==================== block 1
### Supply network, block 1

Scale bar: 20 um. Pins as bars on the die edge.
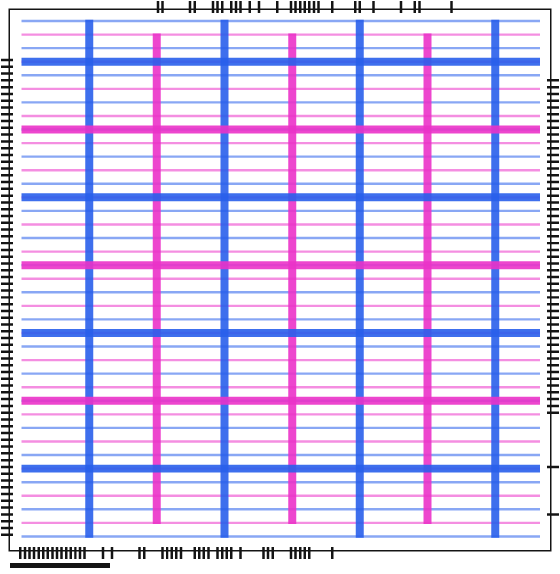
### Placed cells, one colour a class, block 1

Scale bar: 20 um.
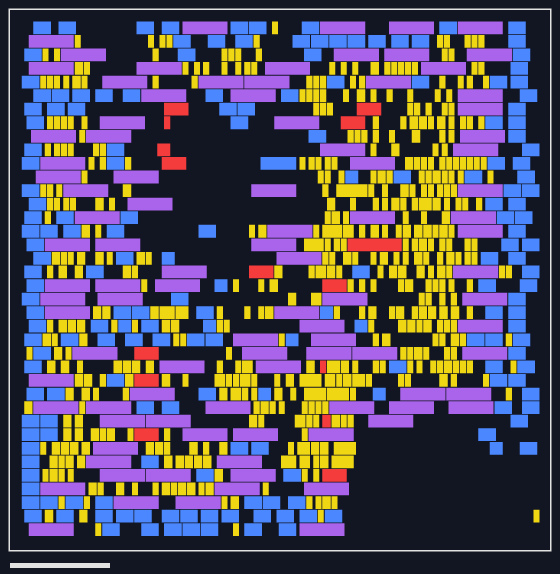
--- src/rtl/bram_lsu_pkg.sv ---
// Shared definitions for the BRAM load/store initiator: access-size
// encodings, FSM state encoding and the byte-lane count of the data path.
package bram_lsu_pkg;

  localparam int LANES = 4;

  localparam logic [1:0] SIZE_BYTE = 2'b00;
  localparam logic [1:0] SIZE_HALF = 2'b01;
  localparam logic [1:0] SIZE_WORD = 2'b10;

  typedef enum logic [1:0] {
    ST_IDLE  = 2'b00,
    ST_ISSUE = 2'b01,
    ST_WAIT  = 2'b10,
    ST_RESP  = 2'b11
  } lsu_state_e;

  // Byte-lane index of the low half-word bits; halves only look at a[1].
  function automatic logic [1:0] half_lane(input logic [1:0] addr_lo);
    return {addr_lo[1], 1'b0};
  endfunction

endpackage

--- src/rtl/bram_lsu_master_if.sv ---
// Bundle of the core request/response handshake and the BRAM port signals.
// The master modport is the load/store initiator's view; the slave modport
// is the combined core + BRAM side.
interface bram_lsu_master_if #(
  parameter int ADDR_WIDTH = 15,
  parameter int XLEN       = 32
);
  import bram_lsu_pkg::*;

  logic                  req_valid;
  logic                  req_ready;
  logic                  req_we;
  logic [1:0]            req_size;
  logic                  req_unsigned;
  logic [31:0]           req_addr;
  logic [XLEN-1:0]       req_wdata;

  logic                  rsp_valid;
  logic                  rsp_ready;
  logic [XLEN-1:0]       rsp_rdata;
  logic                  rsp_err;

  logic                  bram_en;
  logic [LANES-1:0]      bram_we;
  logic [ADDR_WIDTH-1:0] bram_addr;
  logic [XLEN-1:0]       bram_din;
  logic                  bram_regce;
  logic                  bram_rst;
  logic [XLEN-1:0]       bram_dout;

  modport master (
    input  req_valid, req_we, req_size, req_unsigned, req_addr, req_wdata,
    output req_ready,
    output rsp_valid, rsp_rdata, rsp_err,
    input  rsp_ready,
    output bram_en, bram_we, bram_addr, bram_din, bram_regce, bram_rst,
    input  bram_dout
  );

  modport slave (
    output req_valid, req_we, req_size, req_unsigned, req_addr, req_wdata,
    input  req_ready,
    input  rsp_valid, rsp_rdata, rsp_err,
    output rsp_ready,
    input  bram_en, bram_we, bram_addr, bram_din, bram_regce, bram_rst,
    output bram_dout
  );

endinterface

--- src/rtl/bram_lsu_align.sv ---
// Combinational byte-lane logic for the BRAM load/store initiator:
// store data replication and write-enable generation, load data extraction
// with sign/zero extension, and misalignment detection.
// Optional feature macro: LSU_MISALIGN_EXC_EN (flag misaligned half/word
// accesses); when undefined the misalign output is constant 0 and the
// offending low address bits are simply ignored.
module bram_lsu_align
  import bram_lsu_pkg::*;
(
  input  logic [1:0]       req_size,
  input  logic [1:0]       req_addr_lo,
  input  logic [31:0]      req_wdata,
  output logic [LANES-1:0] st_we,
  output logic [31:0]      st_din,
  output logic             misalign,
  input  logic [1:0]       ld_size,
  input  logic [1:0]       ld_addr_lo,
  input  logic             ld_unsigned,
  input  logic [31:0]      ld_dout,
  output logic [31:0]      ld_data
);

  logic [31:0] ld_shifted;

  // Steer store data onto every lane and enable only the addressed lanes.
  always_comb begin
    st_we  = '0;
    st_din = '0;
    case (req_size)
      SIZE_BYTE: begin
        st_we  = 4'b0001 << req_addr_lo;
        st_din = {4{req_wdata[7:0]}};
      end
      SIZE_HALF: begin
        st_we  = 4'b0011 << half_lane(req_addr_lo);
        st_din = {2{req_wdata[15:0]}};
      end
      default: begin
        st_we  = 4'b1111;
        st_din = req_wdata;
      end
    endcase
  end

  // Shift the addressed bytes down to bit 0, then extend to a full word.
  always_comb begin
    ld_shifted = '0;
    ld_data    = '0;
    case (ld_size)
      SIZE_BYTE: begin
        ld_shifted = ld_dout >> {ld_addr_lo, 3'b000};
        ld_data    = ld_unsigned ? {24'h000000, ld_shifted[7:0]}
                                 : {{24{ld_shifted[7]}}, ld_shifted[7:0]};
      end
      SIZE_HALF: begin
        ld_shifted = ld_dout >> {ld_addr_lo[1], 4'b0000};
        ld_data    = ld_unsigned ? {16'h0000, ld_shifted[15:0]}
                                 : {{16{ld_shifted[15]}}, ld_shifted[15:0]};
      end
      default: begin
        ld_shifted = ld_dout;
        ld_data    = ld_dout;
      end
    endcase
  end

`ifdef LSU_MISALIGN_EXC_EN
  // Halves must be 2-byte aligned and words 4-byte aligned.
  always_comb begin
    misalign = 1'b0;
    case (req_size)
      SIZE_BYTE: misalign = 1'b0;
      SIZE_HALF: misalign = req_addr_lo[0];
      default:   misalign = |req_addr_lo;
    endcase
  end
`else
  assign misalign = 1'b0;
`endif

endmodule

--- src/rtl/bram_lsu_master.sv ---
// Load/store initiator for one port of a byte-write BRAM. Accepts one
// request at a time from the core, issues a single registered BRAM access,
// waits out the BRAM read latency and returns extended load data.
// Optional feature macro: LSU_MISALIGN_EXC_EN (misaligned half/word
// accesses skip the BRAM and respond immediately with rsp_err set).
module bram_lsu_master
  import bram_lsu_pkg::*;
#(
  parameter int ADDR_WIDTH   = 15,
  parameter int READ_LATENCY = 1,
  parameter int XLEN         = 32
) (
  input  logic               clka,
  input  logic               rsta_n,
  bram_lsu_master_if.master  bus
);

  localparam logic [1:0] WAIT_INIT = 2'(READ_LATENCY - 1);

  lsu_state_e            state;
  logic [1:0]            wait_cnt;
  logic                  req_ready_q;
  logic                  is_store;
  logic [1:0]            ld_size_q;
  logic [1:0]            ld_addr_lo_q;
  logic                  ld_unsigned_q;

  logic                  rsp_valid_q;
  logic [XLEN-1:0]       rsp_rdata_q;
  logic                  rsp_err_q;

  logic                  bram_en_q;
  logic [LANES-1:0]      bram_we_q;
  logic [ADDR_WIDTH-1:0] bram_addr_q;
  logic [XLEN-1:0]       bram_din_q;

  logic [LANES-1:0]      st_we;
  logic [31:0]           st_din;
  logic                  misalign;
  logic [31:0]           ld_data;
  logic                  accept;
  logic                  unused_addr_bits;

  assign accept           = bus.req_valid && req_ready_q;
  assign unused_addr_bits = ^bus.req_addr[31:ADDR_WIDTH+2];

  bram_lsu_align u_align (
    .req_size    (bus.req_size),
    .req_addr_lo (bus.req_addr[1:0]),
    .req_wdata   (bus.req_wdata),
    .st_we       (st_we),
    .st_din      (st_din),
    .misalign    (misalign),
    .ld_size     (ld_size_q),
    .ld_addr_lo  (ld_addr_lo_q),
    .ld_unsigned (ld_unsigned_q),
    .ld_dout     (bus.bram_dout),
    .ld_data     (ld_data)
  );

  // Request/response FSM; owns every registered output, including the BRAM
  // strobes, so that reset drops them asynchronously.
  always_ff @(posedge clka or negedge rsta_n) begin
    if (!rsta_n) begin
      state         <= ST_IDLE;
      wait_cnt      <= '0;
      req_ready_q   <= 1'b0;
      is_store      <= 1'b0;
      ld_size_q     <= SIZE_BYTE;
      ld_addr_lo_q  <= '0;
      ld_unsigned_q <= 1'b0;
      rsp_valid_q   <= 1'b0;
      rsp_rdata_q   <= '0;
      rsp_err_q     <= 1'b0;
      bram_en_q     <= 1'b0;
      bram_we_q     <= '0;
      bram_addr_q   <= '0;
      bram_din_q    <= '0;
    end else begin
      case (state)
        ST_IDLE: begin
          req_ready_q <= 1'b1;
          if (accept) begin
            req_ready_q   <= 1'b0;
            is_store      <= bus.req_we;
            ld_size_q     <= bus.req_size;
            ld_addr_lo_q  <= bus.req_addr[1:0];
            ld_unsigned_q <= bus.req_unsigned;
            if (misalign) begin
              state       <= ST_RESP;
              rsp_valid_q <= 1'b1;
              rsp_rdata_q <= '0;
              rsp_err_q   <= 1'b1;
            end else begin
              state       <= ST_ISSUE;
              bram_en_q   <= 1'b1;
              bram_we_q   <= bus.req_we ? st_we : '0;
              bram_addr_q <= bus.req_addr[ADDR_WIDTH+1:2];
              bram_din_q  <= st_din;
            end
          end
        end
        ST_ISSUE: begin
          bram_en_q <= 1'b0;
          bram_we_q <= '0;
          if (is_store) begin
            state       <= ST_RESP;
            rsp_valid_q <= 1'b1;
            rsp_rdata_q <= '0;
            rsp_err_q   <= 1'b0;
          end else begin
            state    <= ST_WAIT;
            wait_cnt <= WAIT_INIT;
          end
        end
        ST_WAIT: begin
          if (wait_cnt == 2'd0) begin
            state       <= ST_RESP;
            rsp_valid_q <= 1'b1;
            rsp_rdata_q <= ld_data;
            rsp_err_q   <= 1'b0;
          end else begin
            wait_cnt <= wait_cnt - 2'd1;
          end
        end
        ST_RESP: begin
          if (bus.rsp_ready) begin
            state       <= ST_IDLE;
            rsp_valid_q <= 1'b0;
            req_ready_q <= 1'b1;
          end
        end
        default: begin
          state <= ST_IDLE;
        end
      endcase
    end
  end

  assign bus.req_ready  = req_ready_q;
  assign bus.rsp_valid  = rsp_valid_q;
  assign bus.rsp_rdata  = rsp_rdata_q;
  assign bus.rsp_err    = rsp_err_q;
  assign bus.bram_en    = bram_en_q;
  assign bus.bram_we    = bram_we_q;
  assign bus.bram_addr  = bram_addr_q;
  assign bus.bram_din   = bram_din_q;
  assign bus.bram_regce = (READ_LATENCY == 2);
  assign bus.bram_rst   = 1'b0;

endmodule
--- src/flat_wrapper.sv ---
// flat-port wrapper written by rule: the top's interface ports become plain ports
module bram_lsu_master_flat import bram_lsu_pkg::*;
#(
  parameter int ADDR_WIDTH   = 15,
  parameter int READ_LATENCY = 1,
  parameter int XLEN         = 32
)
  (clka, rsta_n, bus_req_valid, bus_req_we, bus_req_size, bus_req_unsigned, bus_req_addr, bus_req_wdata, bus_req_ready, bus_rsp_valid, bus_rsp_rdata, bus_rsp_err, bus_rsp_ready, bus_bram_en, bus_bram_we, bus_bram_addr, bus_bram_din, bus_bram_regce, bus_bram_rst, bus_bram_dout);
  bram_lsu_master_if #(.ADDR_WIDTH(ADDR_WIDTH), .XLEN(XLEN)) bus_i ();
  input  logic clka;
  input  logic rsta_n;
  input wire logic [$bits(bus_i.req_valid)-1:0] bus_req_valid;
  input wire logic [$bits(bus_i.req_we)-1:0] bus_req_we;
  input wire logic [$bits(bus_i.req_size)-1:0] bus_req_size;
  input wire logic [$bits(bus_i.req_unsigned)-1:0] bus_req_unsigned;
  input wire logic [$bits(bus_i.req_addr)-1:0] bus_req_addr;
  input wire logic [$bits(bus_i.req_wdata)-1:0] bus_req_wdata;
  output wire logic [$bits(bus_i.req_ready)-1:0] bus_req_ready;
  output wire logic [$bits(bus_i.rsp_valid)-1:0] bus_rsp_valid;
  output wire logic [$bits(bus_i.rsp_rdata)-1:0] bus_rsp_rdata;
  output wire logic [$bits(bus_i.rsp_err)-1:0] bus_rsp_err;
  input wire logic [$bits(bus_i.rsp_ready)-1:0] bus_rsp_ready;
  output wire logic [$bits(bus_i.bram_en)-1:0] bus_bram_en;
  output wire logic [$bits(bus_i.bram_we)-1:0] bus_bram_we;
  output wire logic [$bits(bus_i.bram_addr)-1:0] bus_bram_addr;
  output wire logic [$bits(bus_i.bram_din)-1:0] bus_bram_din;
  output wire logic [$bits(bus_i.bram_regce)-1:0] bus_bram_regce;
  output wire logic [$bits(bus_i.bram_rst)-1:0] bus_bram_rst;
  input wire logic [$bits(bus_i.bram_dout)-1:0] bus_bram_dout;
  assign bus_i.req_valid = bus_req_valid;
  assign bus_i.req_we = bus_req_we;
  assign bus_i.req_size = bus_req_size;
  assign bus_i.req_unsigned = bus_req_unsigned;
  assign bus_i.req_addr = bus_req_addr;
  assign bus_i.req_wdata = bus_req_wdata;
  assign bus_req_ready = bus_i.req_ready;
  assign bus_rsp_valid = bus_i.rsp_valid;
  assign bus_rsp_rdata = bus_i.rsp_rdata;
  assign bus_rsp_err = bus_i.rsp_err;
  assign bus_i.rsp_ready = bus_rsp_ready;
  assign bus_bram_en = bus_i.bram_en;
  assign bus_bram_we = bus_i.bram_we;
  assign bus_bram_addr = bus_i.bram_addr;
  assign bus_bram_din = bus_i.bram_din;
  assign bus_bram_regce = bus_i.bram_regce;
  assign bus_bram_rst = bus_i.bram_rst;
  assign bus_i.bram_dout = bus_bram_dout;
  bram_lsu_master #(.ADDR_WIDTH(ADDR_WIDTH), .READ_LATENCY(READ_LATENCY), .XLEN(XLEN)) u_core (.clka(clka), .rsta_n(rsta_n), .bus(bus_i));
endmodule
--- config.mk ---
export PLATFORM = sky130hd
export DESIGN_NAME = bram_lsu_master_flat
export DESIGN_NICKNAME = d
export VERILOG_FILES = /design/src/rtl/bram_lsu_pkg.sv /design/src/rtl/bram_lsu_master_if.sv /design/src/rtl/bram_lsu_align.sv /design/src/rtl/bram_lsu_master.sv /design/src/flat_wrapper.sv
export SDC_FILE = /design/constraint.sdc
export NUM_CORES = 1
export LEC_CHECK = 0
export ABC_AREA = 1
export ABC_CLOCK_PERIOD_IN_PS = 2300
export CORE_MARGIN = 2
export CORE_UTILIZATION = 43
export DETAILED_ROUTE_END_ITERATION = 8
export HOLD_SLACK_MARGIN = 0.15
export PLACE_DENSITY = 0.8
export SLEW_MARGIN = 20
export SYNTH_ARGS = -nofsm -noshare
export SYNTH_HDL_FRONTEND = slang
export SYNTH_SLANG_ARGS = --single-unit
--- constraint.sdc ---
create_clock -name clka -period 2.3 [get_ports clka]
set_input_delay 0.46 -clock clka [delete_from_list [all_inputs] [get_ports clka]]
set_output_delay 0.46 -clock clka [all_outputs]
set_load 0.01 [all_outputs]
==> summary.txt <==
Unrepaired setup endpoints after global routing = false
Global-route track usage on met2 = 0.4007
Yosys reg bits = 96
CP Cell Sequence = inv_1 -> ha_1 -> nand2_1 -> o21ai_0 -> nor2_2 -> nand2_1 -> buf_4 -> a21oi_1 -> nand2_1 -> nand2_1
Largest net degree at the start of global routing = 52
Most common cell type on the critical path = nand2_1
Top Layout Cells = 248 x nand2_1, 173 x clkdlybuf4s50_1, 96 x dfrtp_1
CTS tree = yes
Max-cap check violation count = 0
Startpoint types = flop
R2R cell count = 10
Fin. Hold Viols = 0
Status = completed
Vias/cell = 5.077
Total global routing overflow = 0
First-pass GRT wire length = 21740 um
Hold wc startpoint = u_core.bus.bram_addr[7]
Nonclk buf count = 186
Core Rows = 38
Cells after Synth = 616
Number of warnings in the stage logs = 44
Post-route clock skew = 8.805 ps
Final Non-Filler Cells = 927
Post-synthesis adder-cell area fraction = 0.01338
Setup crit end = u_core.bus.rsp_rdata[19]
Late-Pin Clk Latency = 360 ps
# port buffers = 174
Chip Area, Yosys = 0.004677 mm2
Die Ht = 108.3 um
Crit path DAT = 2390 ps
Non-clk invs = 52
Fin Hold WS = 481.3 ps
Total of clock buffers placed in the layout = 12
Num CTS Buffers = 9
Pre-CTS WS = 179.0 ps
Core ar. = 0.01075 mm2
Nets = 892
Ys cells = 616
Post-route ant nets = 0
Slew HR = 0.5713
Hold endpoint = u_core.bus.bram_addr[7]
Post-Place Cells = 909
Seq share, synth = 0.5136
Notes on 'Supply network' of block 1 above:
Key: magenta = VDD; blue = VSS
The core has 38 rows. 193 signal pins sit on the boundary. 39 met1 rails follow the rows.

Notes on 'Placed cells, one colour a class' of block 1 above:
Key: blue = remaining buffers and delay cells [cells 186]; purple = registers [cells 96]; yellow = remaining logic cells [cells 490]; red = clock drivers and dummy loads [cells 15]

## routing by layer
metal  vias up  wire length (um)
li1       2262                 -
met1      2191              5461
met3        14              1576
met4         0               168
met5         -                 0
met2       239              6729
## worst max-delay path: cells and delay by family (launching register included)
family | cells | cell delay [ps]
compound gates | 2 | 270
buf+inv | 2 | 330
simple gates | 5 | 770
fa+ha+maj | 1 | 260
flops | 1 | 400
## cells in the mapped netlist
cell,number
buf_2,10
inv_1,47
clkbuf_1,16
nand2_1,248
nand3_4,1
inv_4,1
o22ai_1,5
a2bb2oi_1,1
nor2_4,1
nand3_1,22
nand3b_1,1
conb_1,1
buf_8,1
a21oi_1,44
a22o_1,1
nand2_2,2
o21ai_1,2
dfrtp_1,96
a211oi_1,1
o21a_1,1
nor2_1,34
buf_4,5
inv_2,3
buf_1,1
o21ai_0,65
nand2_4,1
ha_1,5
## report_power, final
group | total (mW) | internal [mW] | switching, mW
Clock | 1.10 | 0.527 | 0.577
Combinational | 4.10 | 1.82 | 2.28
Sequential | 2.75 | 2.33 | 0.428

==================== block 2
===== src/rtl/act_sched_if.sv =====
// ============================================================================
// Module   : act_sched_if
// Purpose  : Requester/scheduler signal bundle for the shared ReLU activation
//            unit scheduler.
// Revision : 1.0
// ============================================================================
`default_nettype none

interface act_sched_if;
    logic       req0;
    logic [1:0] dst0;
    logic       req1;
    logic [1:0] dst1;
    logic       gnt0;
    logic       gnt1;
    logic       done0;
    logic       done1;
    logic [1:0] sel_i;
    logic       sel_o1;
    logic       sel_o2;
    logic       rtm_en;
    logic       busy;

    modport master (
        output req0, dst0, req1, dst1,
        input  gnt0, gnt1, done0, done1, sel_i, sel_o1, sel_o2, rtm_en, busy
    );

    modport slave (
        input  req0, dst0, req1, dst1,
        output gnt0, gnt1, done0, done1, sel_i, sel_o1, sel_o2, rtm_en, busy
    );
endinterface

`default_nettype wire


===== src/rtl/act_sched.sv =====
// ============================================================================
// Module   : act_sched
// Purpose  : Round-robin scheduler and configuration sequencer for the shared
//            ReLU activation unit (capture, drive, bus-turnaround).
// Revision : 1.0
// ============================================================================
`default_nettype none

module act_sched #(
    parameter int DRIVE_CYC = 1,
    parameter int CNT_W     = 4
) (
    input  wire logic   clk,
    input  wire logic   rst,
    act_sched_if.slave  bus
);

    localparam logic [1:0]       c_idle     = 2'd0;
    localparam logic [1:0]       c_capture  = 2'd1;
    localparam logic [1:0]       c_drive    = 2'd2;
    localparam logic [1:0]       c_turn     = 2'd3;
    localparam logic [CNT_W-1:0] c_cnt_load = CNT_W'(DRIVE_CYC - 1);

    logic [1:0]       r_state, w_state_nxt;
    logic             r_win, w_win_nxt;
    logic [1:0]       r_dst, w_dst_nxt;
    logic [CNT_W-1:0] r_cnt, w_cnt_nxt;

    logic       r_gnt0, r_gnt1, r_done0, r_done1, r_sel_o1, r_sel_o2, r_rtm_en, r_busy;
    logic [1:0] r_sel_i;
    logic       w_gnt0, w_gnt1, w_done0, w_done1, w_sel_o1, w_sel_o2, w_rtm_en, w_busy;
    logic [1:0] w_sel_i;

    // r_win doubles as the round-robin pointer: it only changes when a new
    // winner is chosen, so it always holds the last winner.
    always_ff @(posedge clk) begin
        if (!rst) begin
            r_state  <= c_idle;
            r_win    <= 1'b1;
            r_dst    <= 2'b00;
            r_cnt    <= '0;
            r_gnt0   <= 1'b0;
            r_gnt1   <= 1'b0;
            r_done0  <= 1'b0;
            r_done1  <= 1'b0;
            r_sel_i  <= 2'b00;
            r_sel_o1 <= 1'b0;
            r_sel_o2 <= 1'b0;
            r_rtm_en <= 1'b0;
            r_busy   <= 1'b0;
        end else begin
            r_state  <= w_state_nxt;
            r_win    <= w_win_nxt;
            r_dst    <= w_dst_nxt;
            r_cnt    <= w_cnt_nxt;
            r_gnt0   <= w_gnt0;
            r_gnt1   <= w_gnt1;
            r_done0  <= w_done0;
            r_done1  <= w_done1;
            r_sel_i  <= w_sel_i;
            r_sel_o1 <= w_sel_o1;
            r_sel_o2 <= w_sel_o2;
            r_rtm_en <= w_rtm_en;
            r_busy   <= w_busy;
        end
    end

    always_comb begin
        w_state_nxt = r_state;
        w_win_nxt   = r_win;
        w_dst_nxt   = r_dst;
        w_cnt_nxt   = r_cnt;
        case (r_state)
            c_idle: begin
                if (bus.req0 || bus.req1) begin
                    w_win_nxt   = (bus.req0 && bus.req1) ? ~r_win : bus.req1;
                    w_dst_nxt   = w_win_nxt ? bus.dst1 : bus.dst0;
                    w_state_nxt = c_capture;
                end
            end
            c_capture: begin
                w_cnt_nxt   = c_cnt_load;
                w_state_nxt = (r_dst != 2'b00) ? c_drive : c_turn;
            end
            c_drive: begin
                if (r_cnt == '0) begin
                    w_state_nxt = c_turn;
                end else begin
                    w_cnt_nxt = r_cnt - 1'b1;
                end
            end
            default: begin
                w_state_nxt = c_idle;
            end
        endcase
    end

    // Outputs are decoded from the next state and then registered, so each
    // output appears in the same cycle as the state it belongs to.
    always_comb begin
        w_gnt0   = (w_state_nxt == c_capture) && !w_win_nxt;
        w_gnt1   = (w_state_nxt == c_capture) &&  w_win_nxt;
        w_rtm_en = (w_state_nxt == c_capture);
        w_sel_i  = (w_state_nxt == c_capture) ? {1'b1, w_win_nxt} : 2'b00;
        w_sel_o1 = (w_state_nxt == c_drive) && w_dst_nxt[0];
        w_sel_o2 = (w_state_nxt == c_drive) && w_dst_nxt[1];
        w_done0  = (w_state_nxt == c_turn) && !w_win_nxt;
        w_done1  = (w_state_nxt == c_turn) &&  w_win_nxt;
        w_busy   = (w_state_nxt != c_idle);
    end

    assign bus.gnt0   = r_gnt0;
    assign bus.gnt1   = r_gnt1;
    assign bus.done0  = r_done0;
    assign bus.done1  = r_done1;
    assign bus.sel_i  = r_sel_i;
    assign bus.sel_o1 = r_sel_o1;
    assign bus.sel_o2 = r_sel_o2;
    assign bus.rtm_en = r_rtm_en;
    assign bus.busy   = r_busy;

endmodule

`default_nettype wire


===== src/flat_wrapper.sv =====
// flat-port wrapper written by rule: the top's interface ports become plain ports
module act_sched_flat 
#(
    parameter int DRIVE_CYC = 1,
    parameter int CNT_W     = 4
)
  (clk, rst, bus_req0, bus_dst0, bus_req1, bus_dst1, bus_gnt0, bus_gnt1, bus_done0, bus_done1, bus_sel_i, bus_sel_o1, bus_sel_o2, bus_rtm_en, bus_busy);
  act_sched_if bus_i ();
  input  wire logic clk;
  input  wire logic rst;
  input wire logic [$bits(bus_i.req0)-1:0] bus_req0;
  input wire logic [$bits(bus_i.dst0)-1:0] bus_dst0;
  input wire logic [$bits(bus_i.req1)-1:0] bus_req1;
  input wire logic [$bits(bus_i.dst1)-1:0] bus_dst1;
  output wire logic [$bits(bus_i.gnt0)-1:0] bus_gnt0;
  output wire logic [$bits(bus_i.gnt1)-1:0] bus_gnt1;
  output wire logic [$bits(bus_i.done0)-1:0] bus_done0;
  output wire logic [$bits(bus_i.done1)-1:0] bus_done1;
  output wire logic [$bits(bus_i.sel_i)-1:0] bus_sel_i;
  output wire logic [$bits(bus_i.sel_o1)-1:0] bus_sel_o1;
  output wire logic [$bits(bus_i.sel_o2)-1:0] bus_sel_o2;
  output wire logic [$bits(bus_i.rtm_en)-1:0] bus_rtm_en;
  output wire logic [$bits(bus_i.busy)-1:0] bus_busy;
  assign bus_i.req0 = bus_req0;
  assign bus_i.dst0 = bus_dst0;
  assign bus_i.req1 = bus_req1;
  assign bus_i.dst1 = bus_dst1;
  assign bus_gnt0 = bus_i.gnt0;
  assign bus_gnt1 = bus_i.gnt1;
  assign bus_done0 = bus_i.done0;
  assign bus_done1 = bus_i.done1;
  assign bus_sel_i = bus_i.sel_i;
  assign bus_sel_o1 = bus_i.sel_o1;
  assign bus_sel_o2 = bus_i.sel_o2;
  assign bus_rtm_en = bus_i.rtm_en;
  assign bus_busy = bus_i.busy;
  act_sched #(.DRIVE_CYC(DRIVE_CYC), .CNT_W(CNT_W)) u_core (.clk(clk), .rst(rst), .bus(bus_i));
endmodule

===== config.mk =====
export PLATFORM = sky130hd
export DESIGN_NAME = act_sched_flat
export DESIGN_NICKNAME = d
export VERILOG_FILES = /design/src/rtl/act_sched_if.sv /design/src/rtl/act_sched.sv /design/src/flat_wrapper.sv
export SDC_FILE = /design/constraint.sdc
export NUM_CORES = 1
export LEC_CHECK = 0
export ABC_AREA = 1
export CAP_MARGIN = 40
export CORE_MARGIN = 1
export CORE_UTILIZATION = 35
export CTS_CLUSTER_SIZE = 14
export DETAILED_ROUTE_END_ITERATION = 10
export PLACE_DENSITY = 0.64
export SLEW_MARGIN = 20
export SYNTH_ARGS = -nofsm -noshare
export SYNTH_HDL_FRONTEND = slang
export SYNTH_SLANG_ARGS = --single-unit

===== constraint.sdc =====
create_clock -name clk -period 2.6 [get_ports clk]
set_input_delay 0.39 -clock clk [delete_from_list [all_inputs] [get_ports clk]]
set_output_delay 0.39 -clock clk [all_outputs]
set_load 0.02 [all_outputs]

### Supply network, block 2

Scale bar: 20 um. Pins as bars on the die edge.
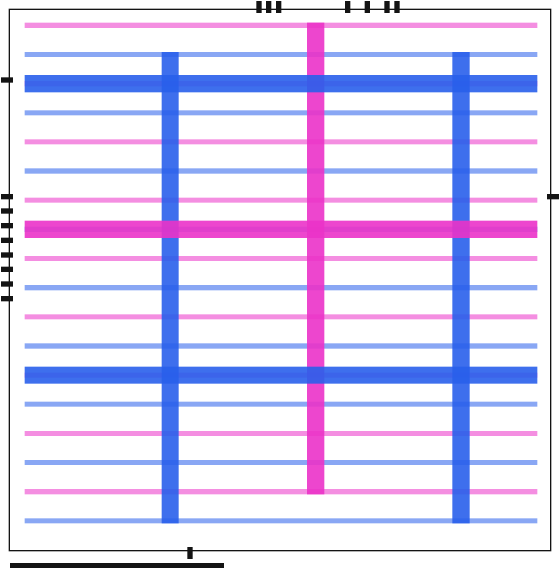
Key: blue = VSS; magenta = VDD
3 straps on met5. 18 signal pins sit on the boundary. 18 met1 rails follow the rows. The core has 17 rows.
Die Ht: 50.39 um
worst vdd ir: 0.5469 mV
die span in x: 50.39 um

### Placed cells, one colour a class, block 2

Scale bar: 20 um.
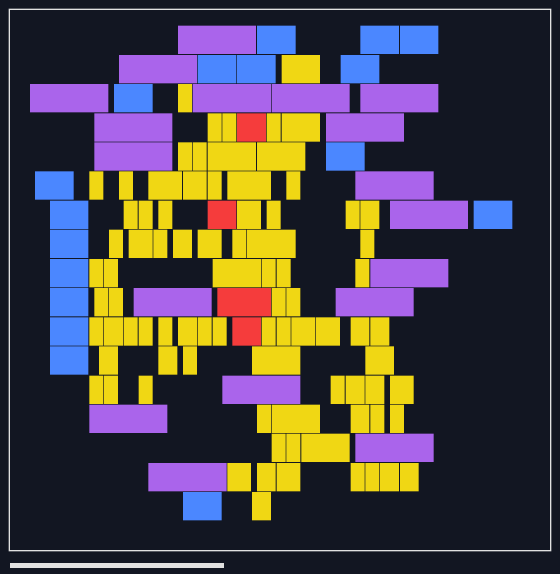
Key: purple = registers [cells 18]; yellow = remaining logic cells [cells 84]; blue = remaining buffers and delay cells [cells 17]; red = clock drivers and dummy loads [cells 4]
final core utilization: 0.4740
Seq area share: 0.3437
Core ar.: 0.002212 mm2

==> summary.txt <==
Status = completed
Xor/xnor share = 0
Chip area = 0.002539 mm2
Clock Power Share = 0.153
Synthesis-to-finish area growth = 27.94%
Comb/total area = 0.3544
Met1 Use GR = 0.1271
Top pwr grp = combinational cells
Vias in the first global route = 624
Critical path's largest stage delay = 610 ps
# diodes = 0
Top cells by area = dfxtp_1 44%, ha_1 9.2%, inv_1 9.2%, nand2_1 8.7%, nor2_1 4.1%
Late-Pin Clk Latency = 290 ps
Layer with the highest usage = met2
Signal buf overhead = 0.1623
CP Launch Point = u_core.bus.sel_i[1]
# port buffers = 17
Dominant combinational family = simple AND/OR/NAND/NOR gates
Lkg Pwr = 0.5084 nW
Crit-path leading delay family = buffers and inverters
R2R cell count = 9
Gr usage total = 0.1259
Seq share, synth = 0.4397
cells in the mapped netlist:
master	number
a21oi_1	3
and2_1	1
buf_4	1
clkbuf_2	1
dfxtp_1	18
ha_1	6
inv_1	20
nand2_1	19
nand2_2	5
nand2_4	1
nand3_1	6
nand3b_1	1
nand4_2	1
nor2_1	9
nor2_2	2
nor3_1	1
nor3_2	2
o21ai_0	3
o21ai_1	2
o21ai_2	1
o22ai_1	1
placed cells by master, fill, tap and decap left out, types with 2 or more instances in the layout:
cell,count
a21oi_1,3
clkbuf_4,3
clkdlybuf4s50_1,17
dfxtp_1,18
ha_1,6
inv_1,20
nand2_1,19
nand2_2,5
nand3_1,6
nor2_1,9
nor2_2,2
nor3_2,2
o21ai_0,3
o21ai_1,2
per-stage QoR:
step,power [mW],setup WS (ps),area (um2),util,hold WS (ps)
5_1_grt,1.201,934.8,1049,0.4740,516.0
4_1_cts,1.128,966.2,1049,0.4740,473.1
3_5_place_dp,0.9560,1046,1012,0.4576,457.4
2_1_floorplan,0.7824,1345,819.5,-,422.1
6_report,1.116,978.0,1049,0.4740,470.1
3_3_place_gp,0.9506,1054,1012,0.4576,436.7


==> screenshots <==
Routed clock nets over the placement.
Scale bar: 20 um.
image #1
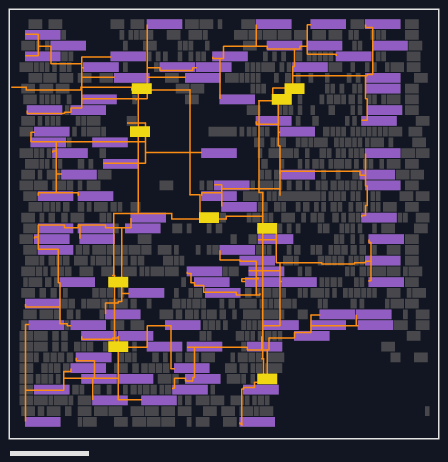
image #2
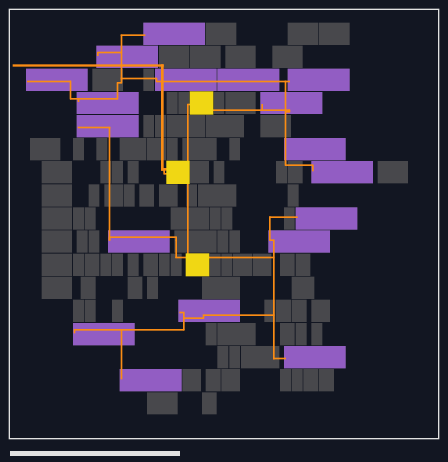
Of these, largest die: image #1
Of these, most sequential cells: image #1
Image #2 is block 2.
Image #1 is block 1.

Key to image #1:
Key: purple = flip-flops [count 96]; yellow = clock-net drivers [count 9]; orange = clock wires [length 1210 um]
There are 10 routed clock nets.

Power and IR drop assume default switching activity.
